==================== block 1
**Block 1: pin placement**

Pins as bars across the die edge, other pins in gray.
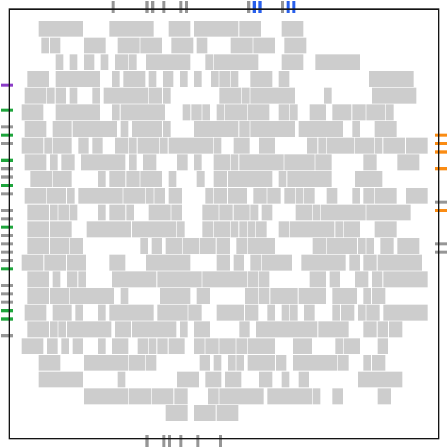
**Block 1: wires at chosen ports, followed through buffers**

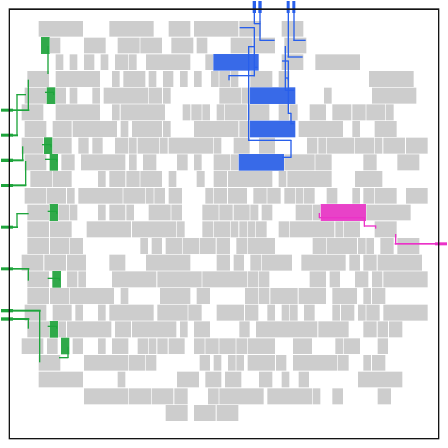
**Block 1: placement view**

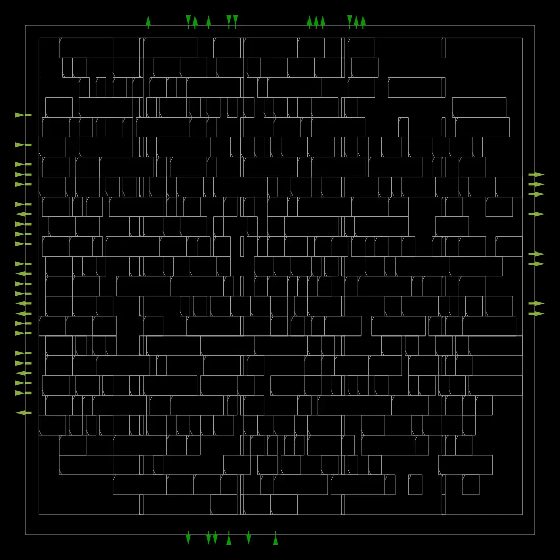
<file path="config.mk">
export PLATFORM = sky130hd
export DESIGN_NAME = ram_loader
export DESIGN_NICKNAME = d
export VERILOG_FILES = /design/src/rtl/ram_loader.sv
export SDC_FILE = /design/constraint.sdc
export NUM_CORES = 1
export LEC_CHECK = 0
export CORE_MARGIN = 1.5
export CORE_UTILIZATION = 50
export DETAILED_ROUTE_END_ITERATION = 8
export PLACE_DENSITY = 0.79
export REMOVE_ABC_BUFFERS = 1
export SLEW_MARGIN = 20
export SYNTH_ARGS = -nofsm -noshare
export SYNTH_HDL_FRONTEND = slang
export SYNTH_SLANG_ARGS = --single-unit
</file>
<file path="constraint.sdc">
create_clock -name i_clk -period 2.25 [get_ports i_clk]
set_input_delay 0.45 -clock i_clk [delete_from_list [all_inputs] [get_ports i_clk]]
set_output_delay 0.45 -clock i_clk [all_outputs]
set_load 0.01 [all_outputs]
</file>
<file path="src/rtl/ram_loader.sv">
// Programs the 16-byte RAM from an external byte source while the CPU is frozen.
// Each accepted byte is sent as MI, then RI, then an optional RO read-back. A CPU clear pulse is issued on exit.
module ram_loader #(
    parameter int ADDR_W   = 4,
    parameter int DATA_W   = 8,
    parameter int HOLD_CYC = 2,
    parameter int CLR_CYC  = 3,
    parameter int VERIFY   = 1
) (
    input  logic              i_clk,
    input  logic              i_clr,
    input  logic              i_load_mode,
    input  logic              i_wr_valid,
    input  logic [ADDR_W-1:0] i_wr_addr,
    input  logic [DATA_W-1:0] i_wr_data,
    output logic              o_wr_ready,
    input  logic [DATA_W-1:0] i_bus_in,
    output logic [DATA_W-1:0] o_bus_out,
    output logic              o_bus_oe,
    output logic              o_mi,
    output logic              o_ri,
    output logic              o_ro,
    output logic              o_cpu_hold,
    output logic              o_cpu_clr_n,
    output logic              o_busy,
    output logic [ADDR_W:0]   o_byte_count,
    output logic              o_verify_err,
    output logic [ADDR_W-1:0] o_err_addr
);

    localparam int CNT_W = 8;

    typedef enum logic [2:0] {
        ST_IDLE, ST_HOLD, ST_READY, ST_ADDR, ST_DATA, ST_VERIFY, ST_RELEASE
    } state_t;

    state_t              r_state;
    logic [CNT_W-1:0]    r_cnt;
    logic [ADDR_W-1:0]   r_addr;
    logic [DATA_W-1:0]   r_data;
    logic [DATA_W-1:0]   r_bus_out;
    logic                r_bus_oe;
    logic                r_mi;
    logic                r_ri;
    logic                r_ro;
    logic                r_cpu_hold;
    logic                r_cpu_clr_n;
    logic [ADDR_W:0]     r_byte_count;
    logic                r_verify_err;
    logic [ADDR_W-1:0]   r_err_addr;

    always_ff @(posedge i_clk) begin
        if (!i_clr) begin
            r_state      <= ST_IDLE;
            r_cnt        <= '0;
            r_addr       <= '0;
            r_data       <= '0;
            r_bus_out    <= '0;
            r_bus_oe     <= 1'b0;
            r_mi         <= 1'b0;
            r_ri         <= 1'b0;
            r_ro         <= 1'b0;
            r_cpu_hold   <= 1'b0;
            r_cpu_clr_n  <= 1'b1;
            r_byte_count <= '0;
            r_verify_err <= 1'b0;
            r_err_addr   <= '0;
        end else begin
            case (r_state)
                ST_IDLE: begin
                    if (i_load_mode) begin
                        r_state      <= ST_HOLD;
                        r_cnt        <= '0;
                        r_cpu_hold   <= 1'b1;
                        r_byte_count <= '0;
                        r_verify_err <= 1'b0;
                        r_err_addr   <= '0;
                    end
                end
                ST_HOLD: begin
                    // Let any in-flight CPU step drain before touching the bus.
                    if (r_cnt == CNT_W'(HOLD_CYC - 1)) begin
                        r_cnt <= '0;
                        if (i_load_mode) begin
                            r_state <= ST_READY;
                        end else begin
                            r_state     <= ST_RELEASE;
                            r_cpu_clr_n <= 1'b0;
                        end
                    end else begin
                        r_cnt <= r_cnt + 1'b1;
                    end
                end
                ST_READY: begin
                    if (i_wr_valid) begin
                        r_state   <= ST_ADDR;
                        r_addr    <= i_wr_addr;
                        r_data    <= i_wr_data;
                        r_bus_oe  <= 1'b1;
                        r_bus_out <= {{(DATA_W-ADDR_W){1'b0}}, i_wr_addr};
                        r_mi      <= 1'b1;
                    end else if (!i_load_mode) begin
                        r_state     <= ST_RELEASE;
                        r_cnt       <= '0;
                        r_cpu_clr_n <= 1'b0;
                    end
                end
                ST_ADDR: begin
                    r_state   <= ST_DATA;
                    r_bus_out <= r_data;
                    r_mi      <= 1'b0;
                    r_ri      <= 1'b1;
                end
                ST_DATA: begin
                    r_ri      <= 1'b0;
                    r_bus_oe  <= 1'b0;
                    r_bus_out <= '0;
                    if (r_byte_count != '1) begin
                        r_byte_count <= r_byte_count + 1'b1;
                    end
                    if (VERIFY != 0) begin
                        r_state <= ST_VERIFY;
                        r_ro    <= 1'b1;
                    end else begin
                        r_state <= ST_READY;
                    end
                end
                ST_VERIFY: begin
                    r_state <= ST_READY;
                    r_ro    <= 1'b0;
                    if (i_bus_in != r_data) begin
                        r_verify_err <= 1'b1;
                        if (!r_verify_err) begin
                            r_err_addr <= r_addr;
                        end
                    end
                end
                ST_RELEASE: begin
                    if (r_cnt == CNT_W'(CLR_CYC - 1)) begin
                        r_state     <= ST_IDLE;
                        r_cnt       <= '0;
                        r_cpu_hold  <= 1'b0;
                        r_cpu_clr_n <= 1'b1;
                    end else begin
                        r_cnt <= r_cnt + 1'b1;
                    end
                end
                default: begin
                    r_state <= ST_IDLE;
                end
            endcase
        end
    end

    assign o_wr_ready   = (r_state == ST_READY);
    assign o_busy       = (r_state != ST_IDLE);
    assign o_bus_out    = r_bus_out;
    assign o_bus_oe     = r_bus_oe;
    assign o_mi         = r_mi;
    assign o_ri         = r_ri;
    assign o_ro         = r_ro;
    assign o_cpu_hold   = r_cpu_hold;
    assign o_cpu_clr_n  = r_cpu_clr_n;
    assign o_byte_count = r_byte_count;
    assign o_verify_err = r_verify_err;
    assign o_err_addr   = r_err_addr;

endmodule

</file>
==> results.sh <==
# physical design summary
export IMPL_drtIter0Drc=122
export IMPL_status="finished clean"
export IMPL_setup_tns_ns=0
export IMPL_power_density_nw_per_um2=955
export IMPL_critPathKind="flip-flop to output port"
export IMPL_wl_met2_microns=2390
export IMPL_syn2layout_area_growth_pct=30.1
export IMPL_topCellsByArea="dfxtp_1 42%, nand2_1 8.6%, a21oi_1 6.7%"
export IMPL_total_power_mw=2.76
export IMPL_layout_top_cell="nand2_1"
export IMPL_synth_flops=47
export IMPL_clkbuf_count=8
export IMPL_power_share_sequential_pct=39.4
export IMPL_finalWorstSetupSlack_ns=0.170
export IMPL_ff2ff_path_depth=5
Notes on 'pin placement' of block 1 above:
legend:
  o_err_addr:
    color: blue
    pins: 4
    direction: output
    edge: north
  o_byte_count:
    color: orange
    pins: 5
    direction: output
    edge: east
  i_wr_data:
    color: green
    pins: 8
    direction: input
    edge: west
  i_clk:
    color: purple
    pins: 1
    direction: input
    edge: west
all pins by edge: 24 west, 12 north, 8 east, 6 south
Port Buf Inserts: 49
die width: 69.7 microns
DIE HEIGHT: 69.7 microns

Notes on 'wires at chosen ports, followed through buffers' of block 1 above:
legend:
  o_err_addr:
    color: blue
    bits: 4
    direction: output
    end_cells: 4
    buffers: 4
    wire: 90.1 microns
  i_wr_data:
    color: green
    bits: 8
    direction: input
    end_cells: 8
    buffers: 8
    wire: 70.6 microns
  o_cpu_hold:
    color: magenta
    bits: 1
    direction: output
    end_cells: 1
    buffers: 1
    wire: 19.8 microns
# IOs: 50

Notes on 'placement view' of block 1 above:
fin util: 66.9%
Seq/total area: 32.5%
Non-Filler Instances: 382
# fillers: 363

[registers in the layout (all words and copies together), names as in the netlist, 3 cells and up]
| signal | cells |
|---|---|
| o_err_addr | 4 |
| r_cnt | 8 |
| r_data | 8 |
| o_byte_count | 5 |
| o_bus_out | 8 |
| r_addr | 4 |
| r_state | 3 |
[critical path, cell delays in order, from the launching register on]
cell,delay [ns]
dfxtp_1,0.40
nor2_2,0.20
and2_1,0.18
clkdlybuf4s50_1,0.54

==================== block 2
===== src/rtl/btn_walk_requester.sv =====
// Wishbone master: debounced button press -> start-write to the LED walker,
// then poll its state register until the walk ends and count completed walks.
module btn_walk_requester #(
    parameter int unsigned DEBOUNCE_CYCLES = 16,
    parameter int unsigned POLL_INTERVAL   = 8,
    parameter int unsigned ACK_TIMEOUT     = 64,
    parameter logic [31:0] WRITE_WORD      = 32'h0000_0001
) (
    input  logic        i_clk,
    input  logic        i_reset,
    input  logic        i_btn,
    output logic        o_cyc,
    output logic        o_stb,
    output logic        o_we,
    output logic        o_addr,
    output logic [31:0] o_data,
    input  logic        i_stall,
    input  logic        i_ack,
    input  logic [31:0] i_data,
    output logic        o_busy,
    output logic [7:0]  o_walks,
    output logic        o_err
);
    localparam int DB_W = $clog2(DEBOUNCE_CYCLES + 1);
    localparam int PT_W = $clog2(POLL_INTERVAL + 1);
    localparam int TO_W = $clog2(ACK_TIMEOUT + 1);
    localparam logic [DB_W-1:0] DB_MAX  = DB_W'(DEBOUNCE_CYCLES - 1);
    localparam logic [PT_W-1:0] PT_LOAD = PT_W'(POLL_INTERVAL - 1);
    localparam logic [TO_W-1:0] TO_MAX  = TO_W'(ACK_TIMEOUT - 1);

    typedef enum logic [2:0] {
        S_IDLE, S_WR_REQ, S_WR_ACK, S_WAIT, S_RD_REQ, S_RD_ACK
    } state_t;

    state_t          state_q, state_d;
    logic            sync1_q, sync1_d, sync2_q, sync2_d;
    logic            deb_q, deb_d, press_q, press_d;
    logic [DB_W-1:0] db_cnt_q, db_cnt_d;
    logic [PT_W-1:0] timer_q, timer_d;
    logic [TO_W-1:0] to_q, to_d;
    logic            pend_q, pend_d;
    logic [7:0]      walks_q, walks_d;
    logic            err_q, err_d;
    logic            cyc_q, cyc_d, stb_q, stb_d, we_q, we_d, busy_q, busy_d;
    logic [31:0]     data_q, data_d;
    logic            timed_out;
    logic            unused_data;

    assign unused_data = ^i_data[31:4];

    // Input path: 2-FF sync, then the level only moves after a full run of
    // differing samples; any sample matching the current level restarts it.
    always_comb begin
        sync1_d  = i_btn;
        sync2_d  = sync1_q;
        deb_d    = deb_q;
        db_cnt_d = '0;
        if (sync2_q != deb_q) begin
            if (db_cnt_q == DB_MAX) deb_d = sync2_q;
            else                    db_cnt_d = db_cnt_q + 1'b1;
        end
        press_d = deb_d & ~deb_q;
    end

    always_comb begin
        state_d   = state_q;
        pend_d    = pend_q;
        timer_d   = timer_q;
        to_d      = to_q;
        walks_d   = walks_q;
        err_d     = err_q;
        timed_out = (to_q == TO_MAX);
        case (state_q)
            S_IDLE: begin
                if (press_q || pend_q) begin
                    state_d = S_WR_REQ;
                    pend_d  = 1'b0;
                    to_d    = '0;
                end
            end
            S_WR_REQ, S_RD_REQ: begin
                to_d = to_q + 1'b1;
                if (timed_out) begin
                    state_d = S_IDLE;
                    err_d   = 1'b1;
                end else if (!i_stall) begin
                    state_d = (state_q == S_WR_REQ) ? S_WR_ACK : S_RD_ACK;
                end
            end
            S_WR_ACK: begin
                to_d = to_q + 1'b1;
                if (i_ack) begin
                    state_d = S_WAIT;
                    timer_d = PT_LOAD;
                end else if (timed_out) begin
                    state_d = S_IDLE;
                    err_d   = 1'b1;
                end
            end
            S_WAIT: begin
                if (timer_q == '0) begin
                    state_d = S_RD_REQ;
                    to_d    = '0;
                end else begin
                    timer_d = timer_q - 1'b1;
                end
            end
            S_RD_ACK: begin
                to_d = to_q + 1'b1;
                if (i_ack) begin
                    if (i_data[3:0] == 4'd0) begin
                        state_d = S_IDLE;
                        walks_d = walks_q + 8'd1;
                    end else begin
                        state_d = S_WAIT;
                        timer_d = PT_LOAD;
                    end
                end else if (timed_out) begin
                    state_d = S_IDLE;
                    err_d   = 1'b1;
                end
            end
            default: state_d = S_IDLE;
        endcase

        if (press_q && state_q != S_IDLE && !pend_q) pend_d = 1'b1;

        cyc_d  = (state_d == S_WR_REQ) || (state_d == S_WR_ACK) ||
                 (state_d == S_RD_REQ) || (state_d == S_RD_ACK);
        stb_d  = (state_d == S_WR_REQ) || (state_d == S_RD_REQ);
        we_d   = (state_d == S_WR_REQ);
        data_d = (state_d == S_WR_REQ) ? WRITE_WORD : 32'd0;
        // A queued press keeps busy high through the single IDLE hop.
        busy_d = (state_d != S_IDLE) || pend_d;
    end

    always_ff @(posedge i_clk) begin
        if (i_reset) begin
            state_q  <= S_IDLE;
            sync1_q  <= 1'b0;
            sync2_q  <= 1'b0;
            deb_q    <= 1'b0;
            press_q  <= 1'b0;
            db_cnt_q <= '0;
            timer_q  <= '0;
            to_q     <= '0;
            pend_q   <= 1'b0;
            walks_q  <= 8'd0;
            err_q    <= 1'b0;
            cyc_q    <= 1'b0;
            stb_q    <= 1'b0;
            we_q     <= 1'b0;
            data_q   <= 32'd0;
            busy_q   <= 1'b0;
        end else begin
            state_q  <= state_d;
            sync1_q  <= sync1_d;
            sync2_q  <= sync2_d;
            deb_q    <= deb_d;
            press_q  <= press_d;
            db_cnt_q <= db_cnt_d;
            timer_q  <= timer_d;
            to_q     <= to_d;
            pend_q   <= pend_d;
            walks_q  <= walks_d;
            err_q    <= err_d;
            cyc_q    <= cyc_d;
            stb_q    <= stb_d;
            we_q     <= we_d;
            data_q   <= data_d;
            busy_q   <= busy_d;
        end
    end

    assign o_cyc   = cyc_q;
    assign o_stb   = stb_q;
    assign o_we    = we_q;
    assign o_addr  = 1'b0;
    assign o_data  = data_q;
    assign o_busy  = busy_q;
    assign o_walks = walks_q;
    assign o_err   = err_q;
endmodule

===== config.mk =====
export PLATFORM = sky130hd
export DESIGN_NAME = btn_walk_requester
export DESIGN_NICKNAME = d
export VERILOG_FILES = /design/src/rtl/btn_walk_requester.sv
export SDC_FILE = /design/constraint.sdc
export NUM_CORES = 1
export LEC_CHECK = 0
export CAP_MARGIN = 20
export CORE_MARGIN = 4
export CORE_UTILIZATION = 47
export DETAILED_ROUTE_END_ITERATION = 12
export GPL_ROUTABILITY_DRIVEN = 1
export HOLD_SLACK_MARGIN = 0.05
export PLACE_DENSITY_LB_ADDON = 0.05
export SLEW_MARGIN = 10
export SYNTH_ARGS = -nofsm -noshare
export SYNTH_HDL_FRONTEND = slang
export SYNTH_SLANG_ARGS = --single-unit

===== constraint.sdc =====
create_clock -name i_clk -period 4.8 [get_ports i_clk]
set_input_delay 0.96 -clock i_clk [delete_from_list [all_inputs] [get_ports i_clk]]
set_output_delay 0.96 -clock i_clk [all_outputs]
set_load 0.02 [all_outputs]

**Block 2: wires at chosen ports, followed through buffers**

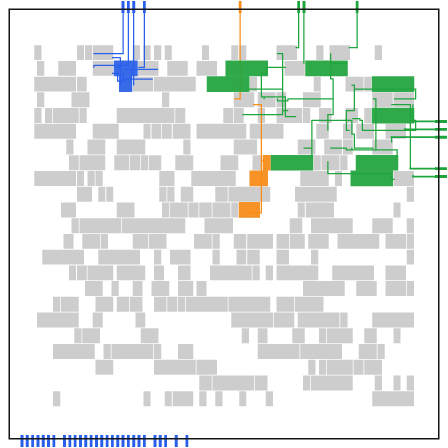
legend:
  o_walks:
    color: green
    bits: 8
    direction: output
    end_cells: 8
    buffers: 8
    wire: 241 microns
  i_data:
    color: blue
    bits: 32
    direction: input
    end_cells: 2
    buffers: 4
    wire: 76.3 microns
  i_stall:
    color: orange
    bits: 1
    direction: input
    end_cells: 3
    buffers: 1
    wire: 39.4 microns
# IOs: 83
Port Buf Inserts: 22

**Block 2: placement view**

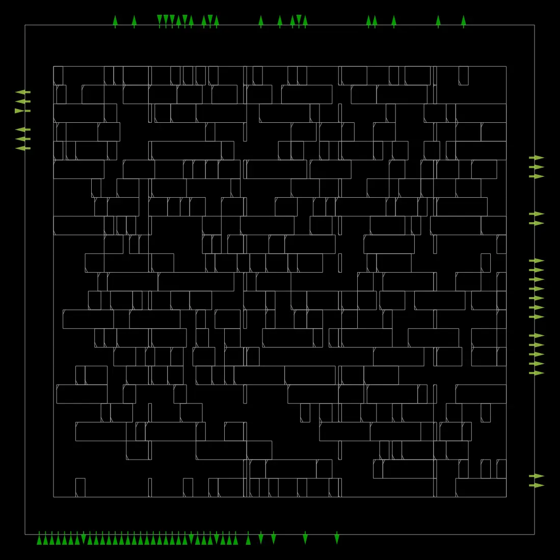
fin util: 55.1%
Seq cells: 37

==> results.sh <==
# physical design summary
export IMPL_status="finished clean"
export IMPL_grt_antenna_before_repair=0
export IMPL_grt_pass1_wl_microns=5500
export IMPL_fillers=403
export IMPL_synth_warning_count=0
export IMPL_p_clk_share_pct=38.8
export IMPL_setup_tns_ns=0
export IMPL_first_pass_iters=4
export IMPL_cts_resized=0
export IMPL_area_share_nonclk_buffers_pct=10.0
export IMPL_ys_cells=227
export IMPL_seq_cell_share_pct=32.7
export IMPL_place_gp_congestion=0.796
export IMPL_buffers=23
export IMPL_lay_top_cells="37 x dfxtp_1, 32 x conb_1, 31 x nor2_1, 22 x clkdlybuf4s50_1, 14 x xor2_1"
export IMPL_remaining_drc_errors=0
export IMPL_critPathMaxFanout=9
export IMPL_clkbuf_count=6
export IMPL_netSwitchingFraction_pct=27.1
export IMPL_cts_tree="yes"
export IMPL_crit_cells=6
export IMPL_peakVddDrop_mv=0.181
export IMPL_clock_power_mw=0.283
export IMPL_hold_start="db_cnt_q[0]$_SDFF_PP0_"
export IMPL_hold_path_cell_count=1
export IMPL_finalMaxSlewViolations=0
export IMPL_rsz0062_at_grt="false"
export IMPL_critical_path_arrival_ns=2.69
-- per-stage QoR --
step | hold slack (ns) | setup WS [ns] | util, % | cell area (sq um)
after floorplan | 0.414 | 2.61 | - | 2160
after global placement | 0.416 | 2.00 | 52.1 | 2150
after detailed placement | 0.431 | 2.00 | 52.1 | 2150
after CTS | 0.450 | 2.31 | 55.1 | 2270
after global routing | 0.462 | 2.21 | 55.1 | 2270
final | 0.449 | 2.32 | 55.1 | 2270
-- per-layer routing --
layer,vias to the layer above,GRT usage [%]
li1,752,-
met1,642,16.9
met2,32,20.1
met3,5,3.65
met4,0,5.43
met5,-,0

==================== block 3
**Block 3: routed clock nets over the placement**

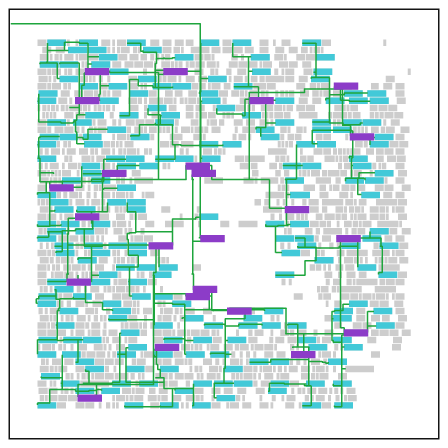
===== src/rtl/lsu_pkg.sv =====
// lsu_pkg: funct3 encodings and FSM state type shared by the load/store unit.
package lsu_pkg;
  localparam logic [2:0] F3_B  = 3'b000;
  localparam logic [2:0] F3_H  = 3'b001;
  localparam logic [2:0] F3_W  = 3'b010;
  localparam logic [2:0] F3_BU = 3'b100;
  localparam logic [2:0] F3_HU = 3'b101;
  typedef enum logic {IDLE, BUSY} state_t;
endpackage


===== src/rtl/memory_stage_lsu_load_extend.sv =====
// load_extend: selects the addressed byte/half of a read word and sign/zero extends it.
module load_extend
  import lsu_pkg::*;
(
  input  logic [31:0] rdata,
  input  logic [1:0]  offset,
  input  logic [2:0]  funct3,
  output logic [31:0] result
);
  logic [7:0]  b;
  logic [15:0] h;
  always_comb begin
    b = rdata[{offset, 3'b000} +: 8];
    h = offset[1] ? rdata[31:16] : rdata[15:0];
    result = funct3 == F3_B  ? {{24{b[7]}}, b} :
             funct3 == F3_BU ? {24'b0, b} :
             funct3 == F3_H  ? {{16{h[15]}}, h} :
             funct3 == F3_HU ? {16'b0, h} : rdata;
  end
endmodule


===== src/rtl/memory_stage_lsu.sv =====
// memory_stage_lsu: RV32I MEM-stage load/store unit with req/ack bus FSM and M->W register.
// Define LSU_MISALIGN_TRAP_EN to flag misaligned accesses instead of forcing alignment.
module memory_stage_lsu
  import lsu_pkg::*;
(
  input  logic        clk,
  input  logic        rst,
  input  logic        RegWriteM,
  input  logic        LoadM,
  input  logic        StoreM,
  input  logic [1:0]  ResultSrcM,
  input  logic [4:0]  RD_M,
  input  logic [31:0] PCPlus4M,
  input  logic [31:0] ALU_ResultM,
  input  logic [31:0] WriteDataM,
  input  logic [31:0] InstrM,
  output logic        dmem_req,
  output logic        dmem_we,
  output logic [31:0] dmem_addr,
  output logic [3:0]  dmem_be,
  output logic [31:0] dmem_wdata,
  input  logic        dmem_ack,
  input  logic [31:0] dmem_rdata,
  output logic        StallM,
  output logic        RegWriteW,
  output logic [1:0]  ResultSrcW,
  output logic [4:0]  RD_W,
  output logic [31:0] PCPlus4W,
  output logic [31:0] ALU_ResultW,
  output logic [31:0] ReadDataW,
  output logic [31:0] InstrW,
  output logic        MisalignW
);
  state_t      state;
  logic [2:0]  f3, f3_q;
  logic [1:0]  off, off_q;
  logic [3:0]  be;
  logic [31:0] wdata, ld_data;
  logic        access, trap, ack_done;
  assign f3 = InstrM[14:12];
  assign access = LoadM | StoreM;
  // f3[1] marks word width (incl. funct3 11x); f3[0] marks half width
  assign off = f3[1] ? 2'b00 : f3[0] ? {ALU_ResultM[1], 1'b0} : ALU_ResultM[1:0];
`ifdef LSU_MISALIGN_TRAP_EN
  assign trap = access && (f3[1] ? |ALU_ResultM[1:0] : f3[0] & ALU_ResultM[0]);
`else
  assign trap = 1'b0;
`endif
  assign be = !StoreM ? 4'hF : f3[1] ? 4'hF : f3[0] ? 4'b0011 << off : 4'b0001 << off;
  assign wdata = f3[1] ? WriteDataM : f3[0] ? {2{WriteDataM[15:0]}} : {4{WriteDataM[7:0]}};
  assign ack_done = (state == BUSY) && dmem_ack;
  assign dmem_req = (state == BUSY);
  assign StallM = (state == IDLE) ? (access && !trap) : !dmem_ack;
  load_extend u_ext (
    .rdata  (dmem_rdata),
    .offset (off_q),
    .funct3 (f3_q),
    .result (ld_data)
  );
  always_ff @(posedge clk) begin
    if (rst) begin
      state       <= IDLE;
      dmem_we     <= 1'b0;
      dmem_addr   <= '0;
      dmem_be     <= '0;
      dmem_wdata  <= '0;
      off_q       <= '0;
      f3_q        <= '0;
      RegWriteW   <= 1'b0;
      ResultSrcW  <= '0;
      RD_W        <= '0;
      PCPlus4W    <= '0;
      ALU_ResultW <= '0;
      ReadDataW   <= '0;
      InstrW      <= '0;
      MisalignW   <= 1'b0;
    end else begin
      if (state == IDLE && access && !trap) begin
        state      <= BUSY;
        dmem_we    <= StoreM;
        dmem_addr  <= {ALU_ResultM[31:2], 2'b00};
        dmem_be    <= be;
        dmem_wdata <= wdata;
        off_q      <= off;
        f3_q       <= f3;
      end else if (ack_done) begin
        state <= IDLE;
      end
      if (StallM) begin
        RegWriteW  <= 1'b0;
        ResultSrcW <= '0;
        MisalignW  <= 1'b0;
      end else begin
        RegWriteW   <= RegWriteM && !trap;
        ResultSrcW  <= ResultSrcM;
        RD_W        <= RD_M;
        PCPlus4W    <= PCPlus4M;
        ALU_ResultW <= ALU_ResultM;
        ReadDataW   <= (ack_done && !dmem_we) ? ld_data : 32'h0;
        InstrW      <= InstrM;
        MisalignW   <= trap;
      end
    end
  end
endmodule


===== config.mk =====
export PLATFORM = sky130hd
export DESIGN_NAME = memory_stage_lsu
export DESIGN_NICKNAME = d
export VERILOG_FILES = /design/src/rtl/lsu_pkg.sv /design/src/rtl/memory_stage_lsu_load_extend.sv /design/src/rtl/memory_stage_lsu.sv
export SDC_FILE = /design/constraint.sdc
export NUM_CORES = 1
export LEC_CHECK = 0
export CAP_MARGIN = 20
export CORE_MARGIN = 10
export CORE_UTILIZATION = 42
export DETAILED_ROUTE_END_ITERATION = 7
export PLACE_DENSITY = 0.85
export SLEW_MARGIN = 20
export SYNTH_ARGS = -nofsm -noshare
export SYNTH_HDL_FRONTEND = slang
export SYNTH_SLANG_ARGS = --single-unit

===== constraint.sdc =====
create_clock -name clk -period 2.3 [get_ports clk]
set_input_delay 0.345 -clock clk [delete_from_list [all_inputs] [get_ports clk]]
set_output_delay 0.345 -clock clk [all_outputs]
set_load 0.005 [all_outputs]

==> results.sh <==
# physical design summary
export IMPL_grt_util_all_layers_pct=24.3
export IMPL_edf_count=0
export IMPL_syn2layout_area_growth_pct=58.1
export IMPL_status="finished clean"
export IMPL_dominant_cell_class="registers"
export IMPL_setup_violations=0
export IMPL_place_area_sq_um=12400
export IMPL_coreArea_sq_um=19500
export IMPL_pwr_share_comb_pct=18.8
export IMPL_sequentialPower_mw=4.01
export IMPL_fin_nets=1532
export IMPL_clk_pin_slew_ns=0.06
export IMPL_cts_hold_buffers_added=0
export IMPL_dp_cells=1599
export IMPL_ys_top_logic_family="AND-OR/OR-AND gates"
export IMPL_root_buffer="clkbuf_16"
export IMPL_ys_sh_mux_pct=3.27
export IMPL_remaining_drc_errors=0
export IMPL_critPathMaxFanout=10
export IMPL_skew_ns=0.0102
export IMPL_postSynthCellCount=1017
export IMPL_layout_drive_gt1_share_pct=5.89
About 'routed clock nets over the placement' of block 3:
legend:
  clock wires:
    color: green
    length: 2650 microns
  clock drivers:
    color: purple
    count: 23
  flip-flops:
    color: cyan
    count: 209
flops lie: widely spread
clk ins delay skew pair: 0.50 ns
clk pwr: 3.67 mW
Clk pwr share: 38.8%

-- per-layer routing --
| layer | GRT usage (%) | share of wire [%] | vias to the layer above | wire [microns] |
|---|---|---|---|---|
| li1 | - | - | 4110 | - |
| met1 | 25.7 | 35 | 4006 | 11700 |
| met2 | 42.5 | 50 | 380 | 16600 |
| met3 | 9.76 | 11 | 80 | 3480 |
| met4 | 9.52 | 3.8 | 2 | 1250 |
| met5 | 0 | 0.039 | - | 13 |
-- worst max-delay path, delay by kind of cell (launching register included) --
family          cells  cell delay [ns]
flops               1             0.38
compound gates      1             0.32
buf+inv             2             0.67

==================== block 4
==> src/rtl/calc_operand_sequencer.sv <==
// Calculator front end: debounced Enter/Clear buttons drive a four-state entry FSM that loads the ALU operands and opcode.
// Optional feature: define CALC_CHAIN_EN so that Enter in S_RESULT loads the ALU result into operand A.

module calc_debounce #(
  parameter int DEBOUNCE_CYCLES = 250000
) (
  input  logic clk,
  input  logic reset,
  input  logic raw,
  output logic pulse
);
  localparam int CNT_W = (DEBOUNCE_CYCLES > 2) ? $clog2(DEBOUNCE_CYCLES) : 1;
  localparam logic [CNT_W-1:0] CNT_LAST = CNT_W'(DEBOUNCE_CYCLES - 1);

  logic             sync_p0;
  logic             sync_p1;
  logic             level;
  logic             level_d;
  logic [CNT_W-1:0] cnt;

  always_ff @(posedge clk) begin
    if (reset) begin
      sync_p0 <= 1'b0;
      sync_p1 <= 1'b0;
      level   <= 1'b0;
      level_d <= 1'b0;
      cnt     <= '0;
      pulse   <= 1'b0;
    end else begin
      // p0/p1: metastability guard for the asynchronous button
      sync_p0 <= raw;
      sync_p1 <= sync_p0;
      // Level only moves after DEBOUNCE_CYCLES consecutive disagreeing samples
      if (sync_p1 == level) begin
        cnt <= '0;
      end else if (cnt == CNT_LAST) begin
        level <= sync_p1;
        cnt   <= '0;
      end else begin
        cnt <= cnt + 1'b1;
      end
      // Rising-edge pulse only; releases are silent
      level_d <= level;
      pulse   <= level & ~level_d;
    end
  end
endmodule

module calc_operand_sequencer #(
  parameter int DEBOUNCE_CYCLES = 250000
) (
  input  logic       clk,
  input  logic       reset,
  input  logic [7:0] sw,
  input  logic       btn_enter,
  input  logic       btn_clear,
  input  logic [7:0] alu_result,
  output logic [7:0] in1,
  output logic [7:0] in2,
  output logic [2:0] opcode,
  output logic [1:0] state,
  output logic       result_valid,
  output logic       op_error
);
  typedef enum logic [1:0] {
    S_A      = 2'b00,
    S_B      = 2'b01,
    S_OP     = 2'b10,
    S_RESULT = 2'b11
  } state_t;

  state_t     st;
  logic [7:0] sw_p0;
  logic [7:0] sw_p1;
  logic       enter_pulse;
  logic       clear_pulse;

  function automatic logic opcode_ok(input logic [7:0] v);
    return (v[7:3] == 5'd0) && (v[2:0] <= 3'b100);
  endfunction

`ifndef CALC_CHAIN_EN
  logic unused_alu;
  assign unused_alu = ^alu_result;
`endif

  calc_debounce #(.DEBOUNCE_CYCLES(DEBOUNCE_CYCLES)) u_enter (
    .clk  (clk),
    .reset(reset),
    .raw  (btn_enter),
    .pulse(enter_pulse)
  );

  calc_debounce #(.DEBOUNCE_CYCLES(DEBOUNCE_CYCLES)) u_clear (
    .clk  (clk),
    .reset(reset),
    .raw  (btn_clear),
    .pulse(clear_pulse)
  );

  assign state = st;

  // p0/p1: switch synchronizer, captured value is sw_p1
  always_ff @(posedge clk) begin
    if (reset) begin
      sw_p0 <= '0;
      sw_p1 <= '0;
    end else begin
      sw_p0 <= sw;
      sw_p1 <= sw_p0;
    end
  end

  // Entry FSM; Clear outranks a coincident Enter
  always_ff @(posedge clk) begin
    if (reset) begin
      st           <= S_A;
      in1          <= '0;
      in2          <= '0;
      opcode       <= '0;
      result_valid <= 1'b0;
      op_error     <= 1'b0;
    end else if (clear_pulse) begin
      st           <= S_A;
      in1          <= '0;
      in2          <= '0;
      opcode       <= '0;
      result_valid <= 1'b0;
      op_error     <= 1'b0;
    end else if (enter_pulse) begin
      case (st)
        S_A: begin
          in1 <= sw_p1;
          st  <= S_B;
        end
        S_B: begin
          in2 <= sw_p1;
          st  <= S_OP;
        end
        S_OP: begin
          if (opcode_ok(sw_p1)) begin
            opcode       <= sw_p1[2:0];
            op_error     <= 1'b0;
            st           <= S_RESULT;
            result_valid <= 1'b1;
          end else begin
            op_error <= 1'b1;
          end
        end
        default: begin
`ifdef CALC_CHAIN_EN
          in1 <= alu_result;
          st  <= S_B;
`else
          st  <= S_A;
`endif
          result_valid <= 1'b0;
        end
      endcase
    end
  end
endmodule

==> config.mk <==
export PLATFORM = sky130hd
export DESIGN_NAME = calc_operand_sequencer
export DESIGN_NICKNAME = d
export VERILOG_FILES = /design/src/rtl/calc_operand_sequencer.sv
export SDC_FILE = /design/constraint.sdc
export NUM_CORES = 1
export LEC_CHECK = 0
export CORE_MARGIN = 2
export CORE_UTILIZATION = 54
export DETAILED_ROUTE_END_ITERATION = 10
export PLACE_DENSITY = 0.78
export SLEW_MARGIN = 20
export SYNTH_ARGS = -nofsm -noshare
export SYNTH_HDL_FRONTEND = slang
export SYNTH_SLANG_ARGS = --single-unit
export TNS_END_PERCENT = 1
==> constraint.sdc <==
create_clock -name clk -period 1.9 [get_ports clk]
set_input_delay 0.475 -clock clk [delete_from_list [all_inputs] [get_ports clk]]
set_output_delay 0.475 -clock clk [all_outputs]
set_load 0.01 [all_outputs]
**Block 4: wiring by layer**

Bar = 20 microns.
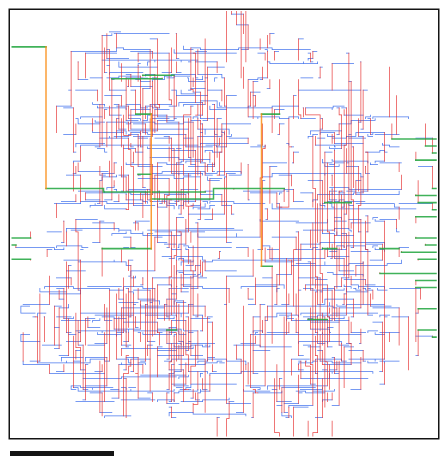
legend:
  metal 4:
    color: orange
    wire_length: 82.3 microns
  metal 3:
    color: green
    wire_length: 195 microns
  metal 1:
    color: blue
    wire_length: 2690 microns
  metal 2:
    color: red
    wire_length: 2940 microns
Total GRT Usage: 19.5%
routed length per instance: 12.2 microns

**Block 4: placement view**

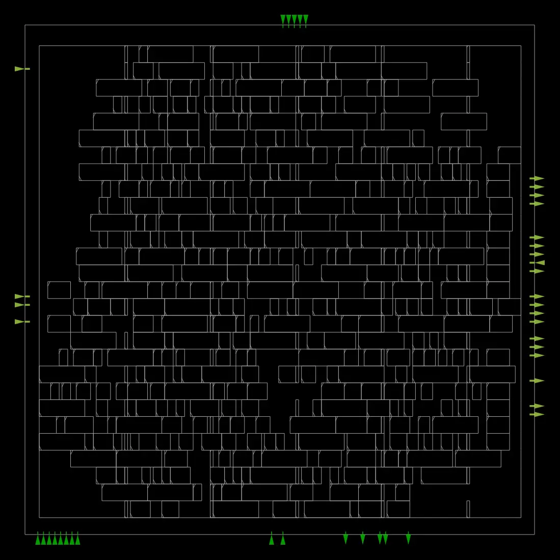
# fillers: 495
# Taps: 75
Seq/total area: 43.2%
Core ar.: 5920 sq um

==> results.sh <==
# physical design summary
export IMPL_dp_cells=467
export IMPL_setup_tns_ns=0
export IMPL_root_buffer="clkbuf_8"
export IMPL_cts_resized=0
export IMPL_status="finished clean"
export IMPL_port_buffers=34
export IMPL_fmax_mhz=557
export IMPL_tightestPinTransition_ns=0.628
export IMPL_hold_path_cell_count=1
export IMPL_top_area_cell="dfxtp_1"
export IMPL_critPathMaxFanout=5
export IMPL_wl_met3_microns=195
export IMPL_clock_power_mw=1.15
export IMPL_grt_use_met2_pct=35.1
export IMPL_path_cells="clkdlybuf4s50_1"
export IMPL_openroad_warnings=37
export IMPL_top_cells_by_count="85 x dfxtp_1, 56 x nor2_1, 28 x xnor2_1"
export IMPL_flop_cell="dfxtp_1"
export IMPL_finalCriticalPeriod_ns=1.80
export IMPL_layoutNonFillerInstCount=483
export IMPL_postRouteAntennaNets=0
export IMPL_rr_startpoint="u_clear.cnt[0]$_SDFF_PP0_"
export IMPL_sequentialPower_mw=1.81
==> registers in the layout, summed over array words and instances (netlist names), 2 cells and up <==
| signal | cells |
|---|---|
| in1 | 8 |
| opcode | 3 |
| u_clear.cnt | 18 |
| u_enter.cnt | 18 |
| state | 2 |
| sw_p1 | 8 |
| sw_p0 | 8 |
| in2 | 8 |
==> worst register-to-register path: cells and delay by family, from the launching register on <==
family	cells	cell delay [ns]
AND-OR/OR-AND	1	0.60
flip-flops	1	0.37
adder cells (fa/ha/maj)	1	0.23
AND/OR/NAND/NOR	2	0.36

==================== block 5
**Block 5: wiring by layer**

Bar = 20 microns.
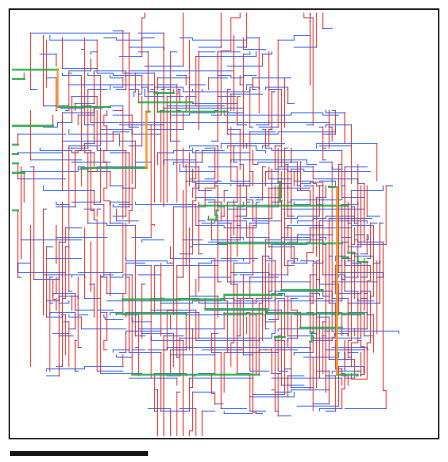
**Block 5: pin placement**

Pins as bars across the die edge, other pins in gray.
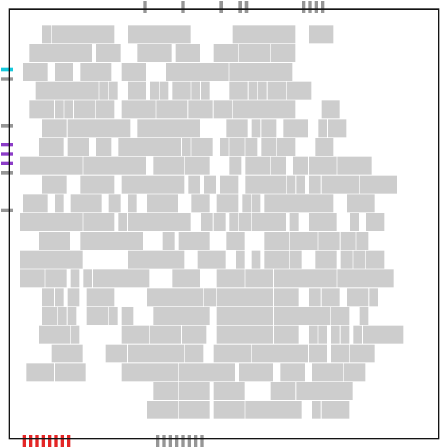
File: config.mk
export PLATFORM = sky130hd
export DESIGN_NAME = nds_dmac_arb
export DESIGN_NICKNAME = d
export VERILOG_FILES = /design/src/rtl/nds_dmac_arb.sv
export SDC_FILE = /design/constraint.sdc
export NUM_CORES = 1
export LEC_CHECK = 0
export CORE_MARGIN = 1
export CORE_UTILIZATION = 49
export CTS_BUF_LIST = sky130_fd_sc_hd__clkbuf_8
export DETAILED_ROUTE_END_ITERATION = 16
export GPL_TIMING_DRIVEN = 0
export PLACE_DENSITY = 0.79
export SYNTH_ARGS = -nofsm -noshare
export SYNTH_HDL_FRONTEND = slang
export SYNTH_SLANG_ARGS = --single-unit
File: constraint.sdc
create_clock -name CK -period 3.35 [get_ports CK]
set_input_delay 0.67 -clock CK [delete_from_list [all_inputs] [get_ports CK]]
set_output_delay 0.67 -clock CK [all_outputs]
set_load 0.05 [all_outputs]
File: src/rtl/nds_dmac_arb.sv
// nds_dmac_arb: DMA channel arbiter, round-robin within priority level, ready/done engine handshake.
// Define NDS_DMAC_ARB_PRIO_EN for two-level priority with separate hi/lo pointers.
module nds_dmac_arb #(
  parameter int NUM_CH = 8,
  parameter int CH_W = 3
) (
  input  logic              CK,
  input  logic              RST,
  input  logic [NUM_CH-1:0] ch_req,
  input  logic [NUM_CH-1:0] ch_pri,
  input  logic              eng_ready,
  input  logic              eng_done,
  output logic [NUM_CH-1:0] gnt,
  output logic [CH_W-1:0]   gnt_id,
  output logic              gnt_vld,
  output logic              eng_start
);
  typedef enum logic [1:0] {IDLE, GRANT, BUSY} state_t;
  state_t state, state_nxt;
  logic [NUM_CH-1:0] gnt_nxt, cand;
  logic [CH_W-1:0] id_nxt, win_id, ptr, hi_ptr, hi_nxt, ptr_inc, idx;
  logic vld_nxt, start_nxt, found;
`ifdef NDS_DMAC_ARB_PRIO_EN
  logic [CH_W-1:0] lo_ptr, lo_nxt;
  logic sel_hi, lvl, lvl_nxt;
  assign sel_hi = |(ch_req & ch_pri);
  assign cand = sel_hi ? ch_req & ch_pri : ch_req & ~ch_pri;
  assign ptr = sel_hi ? hi_ptr : lo_ptr;
`else
  logic unused_pri;
  assign unused_pri = ^ch_pri;
  assign cand = ch_req;
  assign ptr = hi_ptr;
`endif
  assign ptr_inc = (gnt_id == CH_W'(NUM_CH - 1)) ? '0 : gnt_id + 1'b1;
  always_comb begin
    win_id = '0;
    found = 1'b0;
    idx = '0;
    for (int i = 0; i < NUM_CH; i++) begin
      idx = CH_W'((int'(ptr) + i) % NUM_CH);
      if (!found && cand[idx]) begin
        found = 1'b1;
        win_id = idx;
      end
    end
  end
  always_comb begin
    state_nxt = state;
    gnt_nxt = gnt;
    id_nxt = gnt_id;
    vld_nxt = gnt_vld;
    start_nxt = 1'b0;
    hi_nxt = hi_ptr;
`ifdef NDS_DMAC_ARB_PRIO_EN
    lo_nxt = lo_ptr;
    lvl_nxt = lvl;
`endif
    case (state)
      IDLE: if (|ch_req) begin
        gnt_nxt = NUM_CH'(1) << win_id;
        id_nxt = win_id;
        vld_nxt = 1'b1;
        state_nxt = GRANT;
`ifdef NDS_DMAC_ARB_PRIO_EN
        lvl_nxt = sel_hi;
`endif
      end
      GRANT: if (eng_ready) begin
        start_nxt = 1'b1;
        state_nxt = BUSY;
      end else if (!ch_req[gnt_id]) begin
        gnt_nxt = '0;
        id_nxt = '0;
        vld_nxt = 1'b0;
        state_nxt = IDLE;
      end
      BUSY: if (eng_done) begin
        gnt_nxt = '0;
        id_nxt = '0;
        vld_nxt = 1'b0;
        state_nxt = IDLE;
`ifdef NDS_DMAC_ARB_PRIO_EN
        hi_nxt = lvl ? ptr_inc : hi_ptr;
        lo_nxt = lvl ? lo_ptr : ptr_inc;
`else
        hi_nxt = ptr_inc;
`endif
      end
      default: state_nxt = IDLE;
    endcase
  end
  always_ff @(posedge CK or posedge RST) begin
    if (RST) begin
      state <= IDLE;
      gnt <= '0;
      gnt_id <= '0;
      gnt_vld <= 1'b0;
      eng_start <= 1'b0;
      hi_ptr <= '0;
`ifdef NDS_DMAC_ARB_PRIO_EN
      lo_ptr <= '0;
      lvl <= 1'b0;
`endif
    end else begin
      state <= state_nxt;
      gnt <= gnt_nxt;
      gnt_id <= id_nxt;
      gnt_vld <= vld_nxt;
      eng_start <= start_nxt;
      hi_ptr <= hi_nxt;
`ifdef NDS_DMAC_ARB_PRIO_EN
      lo_ptr <= lo_nxt;
      lvl <= lvl_nxt;
`endif
    end
  end
endmodule

==> results.sh <==
# physical design summary
export IMPL_status="finished clean"
export IMPL_fmax_mhz=309
export IMPL_ios=33
export IMPL_tightestPinTransition_ns=0.660
export IMPL_path_cells="clkdlybuf4s50_1 > mux4_2 > mux2_2 > or3_4 > a2111oi_4 > o32ai_2 > and2_4 > o31ai_1"
export IMPL_rows=21
export IMPL_finalCriticalPeriod_ns=3.24
export IMPL_diodes=0
export IMPL_cts_tree="yes"
export IMPL_grt_use_met2_pct=42.9
export IMPL_fp_nets=202
export IMPL_cts_hold_buffers_added=0
export IMPL_clockBufferDepth=2
export IMPL_synth_flops=18
export IMPL_largest_reg_flops=8
export IMPL_edf_count=0
export IMPL_top_area_cell="dfrtp_1"
export IMPL_regArea_sq_um=450
export IMPL_inv_count=9
export IMPL_synth_area_sq_um=1760
export IMPL_seq_cell_share_pct=19.9
export IMPL_met3_usage_pct=2.48
export IMPL_cts_resized=7
export IMPL_core_util_floorplan_pct=52.0
export IMPL_multi_input_comb_cells=140
export IMPL_fillers=258
export IMPL_postRouteAntennaNets=0
export IMPL_whs_ns=0.476
export IMPL_endpoint="gnt[6]$_DFFE_PP0P_"
export IMPL_cp_required_ns=3.50
export IMPL_coreArea_sq_um=3390
export IMPL_dpl_hpwl_microns=3320
export IMPL_busiest_layer="met2"
export IMPL_clkCellAreaFrac_pct=1.82
export IMPL_syn2layout_area_growth_pct=28.5
export IMPL_openroad_warnings=38
export IMPL_hold_start="gnt_vld$_DFFE_PP0P_"
About 'wiring by layer' of block 5:
legend:
  metal 3:
    color: green
    wire_length: 206 microns
  metal 4:
    color: orange
    wire_length: 40.8 microns
  metal 1:
    color: blue
    wire_length: 1850 microns
  metal 2:
    color: red
    wire_length: 2470 microns
routed length per instance: 18.1 microns
Post-Route WL: 4570 microns
Total GRT Usage: 25.2%
vias: 1608

About 'pin placement' of block 5:
legend:
  gnt_id:
    color: purple
    pins: 3
    direction: output
    edge: west
  ch_pri:
    color: red
    pins: 8
    direction: input
    edge: south
  CK:
    color: cyan
    pins: 1
    direction: input
    edge: west
all pins by edge: 16 south, 9 north, 8 west
DIE HEIGHT: 62.0 microns
Port Buf Inserts: 24

per-stage QoR:
stage / cells / setup slack [ns] / util [%] / setup TNS, ns
6_report: 252 / 0.110 / 66.9 / 0
5_1_grt: 252 / -0.0138 / 66.9 / -0.0173
4_1_cts: 250 / 0.0365 / 63.8 / 0
3_5_place_dp: 244 / -0.317 / 60.8 / -2.80
3_3_place_gp: 244 / -0.206 / 60.8 / -1.86
2_1_floorplan: 174 / 0.169 / - / 0
critical path: cells and delay by family:
family | cells | cell delay, ns
compound gates | 3 | 0.67
buf+inv | 1 | 0.55
mux | 2 | 0.88
simple gates | 2 | 0.63

==================== block 6
`src/rtl/uart_pkg.sv`:
```
// Shared UART definitions: FSM state codes, parity modes and baud-rate helper.
// The state codes are common to the receiver and the reworked UART_Tx.
package uart_pkg;

    typedef logic [2:0] uart_state_t;

    localparam uart_state_t ST_IDLE   = 3'd0;
    localparam uart_state_t ST_START  = 3'd1;
    localparam uart_state_t ST_DATA   = 3'd2;
    localparam uart_state_t ST_PARITY = 3'd3;
    localparam uart_state_t ST_STOP   = 3'd4;

    localparam int C_PAR_NONE = 0;
    localparam int C_PAR_EVEN = 1;

    function automatic int clks_per_bit(input int frq, input int rate);
        return frq / rate;
    endfunction

endpackage

```
`src/rtl/sync_2ff.sv`:
```
// Generic two-flop synchronizer for a single asynchronous input.
// P_RST_VAL sets the value both flops take in reset (1 for idle-high lines).
module sync_2ff #(
    parameter logic P_RST_VAL = 1'b0
) (
    input  logic clk,
    input  logic rstb,
    input  logic d_i,
    output logic q_o
);

    logic [1:0] sync_q;

    always_ff @(posedge clk) begin
        if (!rstb) begin
            sync_q <= {2{P_RST_VAL}};
        end else begin
            sync_q <= {sync_q[0], d_i};
        end
    end

    assign q_o = sync_q[1];

endmodule

```
`src/rtl/uart_rx.sv`:
```
// Oversampling UART receiver: start/data/even-parity/stop framing, one-cycle
// valid or error strobe at the centre of the last stop bit.
module uart_rx
    import uart_pkg::*;
#(
    parameter int C_CLK_FRQ         = 100000000,
    parameter int C_UART_RATE       = 1000000,
    parameter int C_UART_DATA_WIDTH = 8,
    parameter int C_UART_PARITY     = 0,
    parameter int C_UART_STOP       = 1
) (
    input  logic                         clk,
    input  logic                         rstb,
    input  logic                         rx,
    output logic [C_UART_DATA_WIDTH-1:0] data,
    output logic                         valid,
    output logic                         busy,
    output logic                         error
);

    localparam int CLKS_PER_BIT = clks_per_bit(C_CLK_FRQ, C_UART_RATE);
    localparam int HALF_BIT     = CLKS_PER_BIT / 2;
    localparam int CW           = $clog2(CLKS_PER_BIT);
    localparam int W            = C_UART_DATA_WIDTH;
    localparam int BW           = $clog2(W);

    localparam logic [CW-1:0] CNT_BIT  = CW'(CLKS_PER_BIT - 1);
    localparam logic [CW-1:0] CNT_HALF = CW'(HALF_BIT - 1);
    localparam logic [BW-1:0] BIT_LAST = BW'(W - 1);
    localparam logic          STP_LAST = (C_UART_STOP == 2);

    generate
        if (CLKS_PER_BIT < 4) begin : g_bad_rate
            $error("uart_rx: CLKS_PER_BIT must be at least 4");
        end
        if (W < 5 || W > 9) begin : g_bad_width
            $error("uart_rx: C_UART_DATA_WIDTH must be 5..9");
        end
        if (C_UART_STOP != 1 && C_UART_STOP != 2) begin : g_bad_stop
            $error("uart_rx: C_UART_STOP must be 1 or 2");
        end
    endgenerate

    logic          rx_s;
    logic          rx_d_q;
    logic          fall;
    logic          tick;

    uart_state_t   state_q, state_d;
    logic [CW-1:0] cnt_q,   cnt_d;
    logic [BW-1:0] bit_q,   bit_d;
    logic          stp_q,   stp_d;
    logic [W-1:0]  sh_q,    sh_d;
    logic          perr_q,  perr_d;
    logic          ferr_q,  ferr_d;
    logic [W-1:0]  data_q,  data_d;
    logic          valid_q, valid_d;
    logic          error_q, error_d;

    sync_2ff #(.P_RST_VAL(1'b1)) u_sync (
        .clk  (clk),
        .rstb (rstb),
        .d_i  (rx),
        .q_o  (rx_s)
    );

    assign fall = rx_d_q & ~rx_s;
    assign tick = (cnt_q == '0);

    always_comb begin
        state_d = state_q;
        cnt_d   = cnt_q;
        bit_d   = bit_q;
        stp_d   = stp_q;
        sh_d    = sh_q;
        perr_d  = perr_q;
        ferr_d  = ferr_q;
        data_d  = data_q;
        valid_d = 1'b0;
        error_d = 1'b0;
        case (state_q)
            ST_IDLE: begin
                if (fall) begin
                    state_d = ST_START;
                    cnt_d   = CNT_HALF;
                    bit_d   = '0;
                    stp_d   = 1'b0;
                    perr_d  = 1'b0;
                    ferr_d  = 1'b0;
                end
            end
            ST_START: begin
                if (tick) begin
                    // A start bit that is high again at its centre was a glitch.
                    if (rx_s) begin
                        state_d = ST_IDLE;
                        cnt_d   = '0;
                    end else begin
                        state_d = ST_DATA;
                        cnt_d   = CNT_BIT;
                    end
                end else begin
                    cnt_d = cnt_q - CW'(1);
                end
            end
            ST_DATA: begin
                if (tick) begin
                    cnt_d = CNT_BIT;
                    sh_d  = {rx_s, sh_q[W-1:1]};
                    if (bit_q == BIT_LAST) begin
                        state_d = (C_UART_PARITY == C_PAR_EVEN) ? ST_PARITY : ST_STOP;
                    end else begin
                        bit_d = bit_q + BW'(1);
                    end
                end else begin
                    cnt_d = cnt_q - CW'(1);
                end
            end
            ST_PARITY: begin
                if (tick) begin
                    cnt_d   = CNT_BIT;
                    perr_d  = (^sh_q) ^ rx_s;
                    state_d = ST_STOP;
                end else begin
                    cnt_d = cnt_q - CW'(1);
                end
            end
            ST_STOP: begin
                if (tick) begin
                    cnt_d = CNT_BIT;
                    if (!rx_s) begin
                        ferr_d = 1'b1;
                    end
                    // Leaving at mid-stop-bit leaves half a bit to catch the next start edge.
                    if (stp_q == STP_LAST) begin
                        state_d = ST_IDLE;
                        cnt_d   = '0;
                        if (perr_q || ferr_q || !rx_s) begin
                            error_d = 1'b1;
                        end else begin
                            valid_d = 1'b1;
                            data_d  = sh_q;
                        end
                    end else begin
                        stp_d = 1'b1;
                    end
                end else begin
                    cnt_d = cnt_q - CW'(1);
                end
            end
            default: begin
                state_d = ST_IDLE;
                cnt_d   = '0;
            end
        endcase
    end

    always_ff @(posedge clk) begin
        if (!rstb) begin
            state_q <= ST_IDLE;
            cnt_q   <= '0;
            bit_q   <= '0;
            stp_q   <= 1'b0;
            sh_q    <= '0;
            perr_q  <= 1'b0;
            ferr_q  <= 1'b0;
            data_q  <= '0;
            valid_q <= 1'b0;
            error_q <= 1'b0;
            rx_d_q  <= 1'b1;
        end else begin
            state_q <= state_d;
            cnt_q   <= cnt_d;
            bit_q   <= bit_d;
            stp_q   <= stp_d;
            sh_q    <= sh_d;
            perr_q  <= perr_d;
            ferr_q  <= ferr_d;
            data_q  <= data_d;
            valid_q <= valid_d;
            error_q <= error_d;
            rx_d_q  <= rx_s;
        end
    end

    assign data  = data_q;
    assign valid = valid_q;
    assign error = error_q;
    assign busy  = (state_q != ST_IDLE);

endmodule

```
`config.mk`:
```
export PLATFORM = sky130hd
export DESIGN_NAME = uart_rx
export DESIGN_NICKNAME = d
export VERILOG_FILES = /design/src/rtl/uart_pkg.sv /design/src/rtl/sync_2ff.sv /design/src/rtl/uart_rx.sv
export SDC_FILE = /design/constraint.sdc
export NUM_CORES = 1
export LEC_CHECK = 0
export CAP_MARGIN = 5
export CORE_UTILIZATION = 51
export DETAILED_ROUTE_END_ITERATION = 8
export GPL_ROUTABILITY_DRIVEN = 0
export PLACE_DENSITY = 0.81
export SLEW_MARGIN = 25
export SYNTH_ARGS = -nofsm -noshare
export SYNTH_HDL_FRONTEND = slang
export SYNTH_HIERARCHICAL = 1
export SYNTH_SLANG_ARGS = --single-unit
export TNS_END_PERCENT = 5
```
`constraint.sdc`:
```
create_clock -name clk -period 2.3 [get_ports clk]
set_clock_uncertainty 0.05 [all_clocks]
set_input_delay 0.575 -clock clk [delete_from_list [all_inputs] [get_ports clk]]
set_output_delay 0.575 -clock clk [all_outputs]
set_load 0.1 [all_outputs]
```
**Block 6: wiring by layer**

Bar = 20 microns.
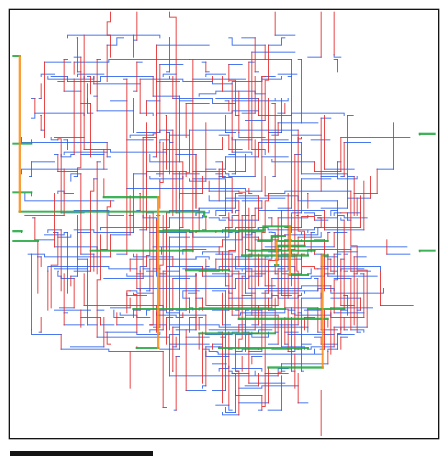
legend:
  metal 1:
    color: blue
    wire_length: 1620 microns
  metal 4:
    color: orange
    wire_length: 68.7 microns
  metal 2:
    color: red
    wire_length: 1790 microns
  metal 3:
    color: green
    wire_length: 198 microns
Total GRT Usage: 23.4%
routed length per instance: 14.3 microns

**Block 6: pin placement**

Pins as bars across the die edge, other pins in gray.
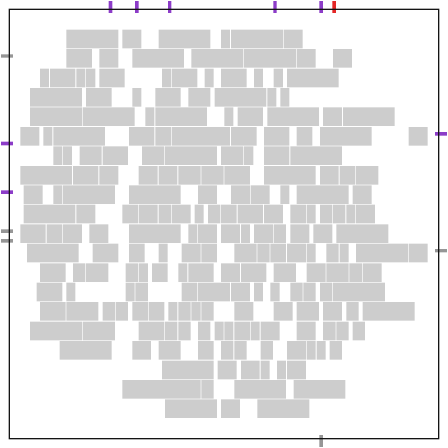
legend:
  valid:
    color: red
    pins: 1
    direction: output
    edge: north
  data:
    color: purple
    pins: 8
    direction: output
    edge: 5 north, 2 west, 1 east
all pins by edge: 6 north, 5 west, 2 east, 1 south
Port Buf Inserts: 13
die width: 59.8 microns
DIE HEIGHT: 59.8 microns

**Block 6: wires at chosen ports, followed through buffers**

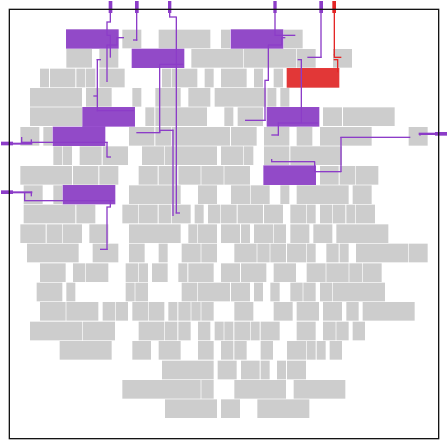
legend:
  data:
    color: purple
    bits: 8
    direction: output
    end_cells: 8
    buffers: 8
    wire: 212 microns
  valid:
    color: red
    bits: 1
    direction: output
    end_cells: 1
    buffers: 1
    wire: 9.40 microns
# IOs: 14

==> results.sh <==
# physical design summary
export IMPL_status="finished clean"
export IMPL_grt_pass1_wl_microns=6180
export IMPL_openroad_warnings=26
export IMPL_clkbuf_count=6
export IMPL_critPathMaxFanout=9
export IMPL_top_area_cell="dfxtp_1"
export IMPL_critPathCaptureType="flip-flop"
export IMPL_place_area_sq_um=1920
export IMPL_cp_required_ns=2.49
export IMPL_dieArea_sq_um=3580
export IMPL_vias=1485
export IMPL_first_pass_iters=4
export IMPL_final_area_sq_um=2000
export IMPL_synth_area_sq_um=1700
export IMPL_endpoint="data[0]$_SDFFE_PN0P_"
export IMPL_nWellTaps=44
## registers in the layout, summed over array words and instances, names as in the netlist
name	count
error	1
u_sync/sync_q	2
cnt_q	7
ferr_q	1
sh_q	8
valid	1
rx_d_q	1
data	8
state_q	3
bit_q	3
perr_q	1
## per-layer routing
metal,vias to the layer above,global-route usage (%),part of all wire [%]
met3,11,5.63,5.3
met4,0,9.30,1.8
li1,728,-,-
met1,704,30.6,44
met5,-,0,0
met2,42,37.0,49


==> screenshots <==
Placement view.
(a)
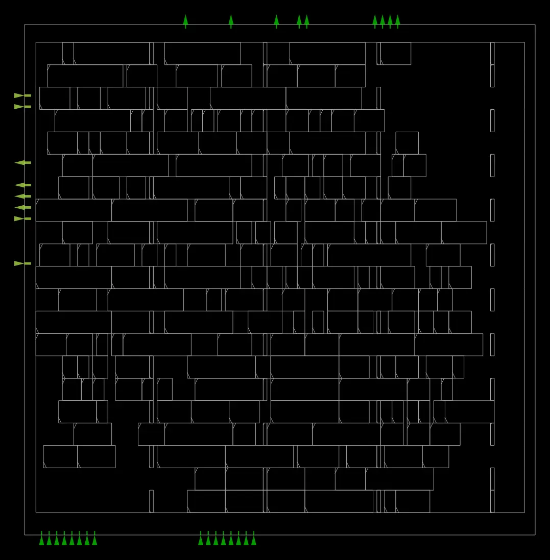
(b)
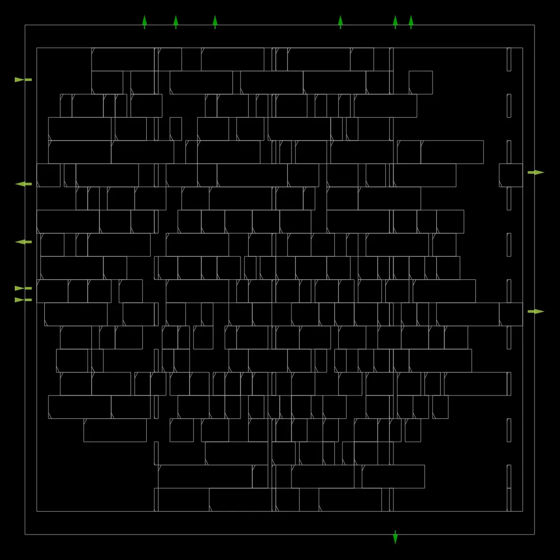
(c)
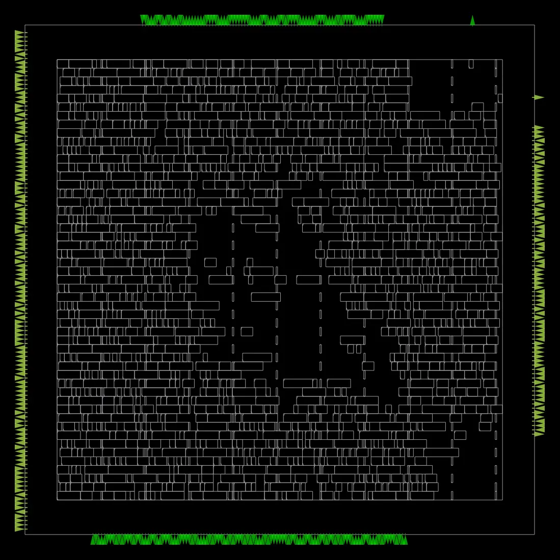
block 6: (b)
block 3: (c)
block 5: (a)
The one with the fewest sequential cells is (a).
The one with the most sequential cells is (c).

No activity file was given, so power comes from the tool's default toggle rates.
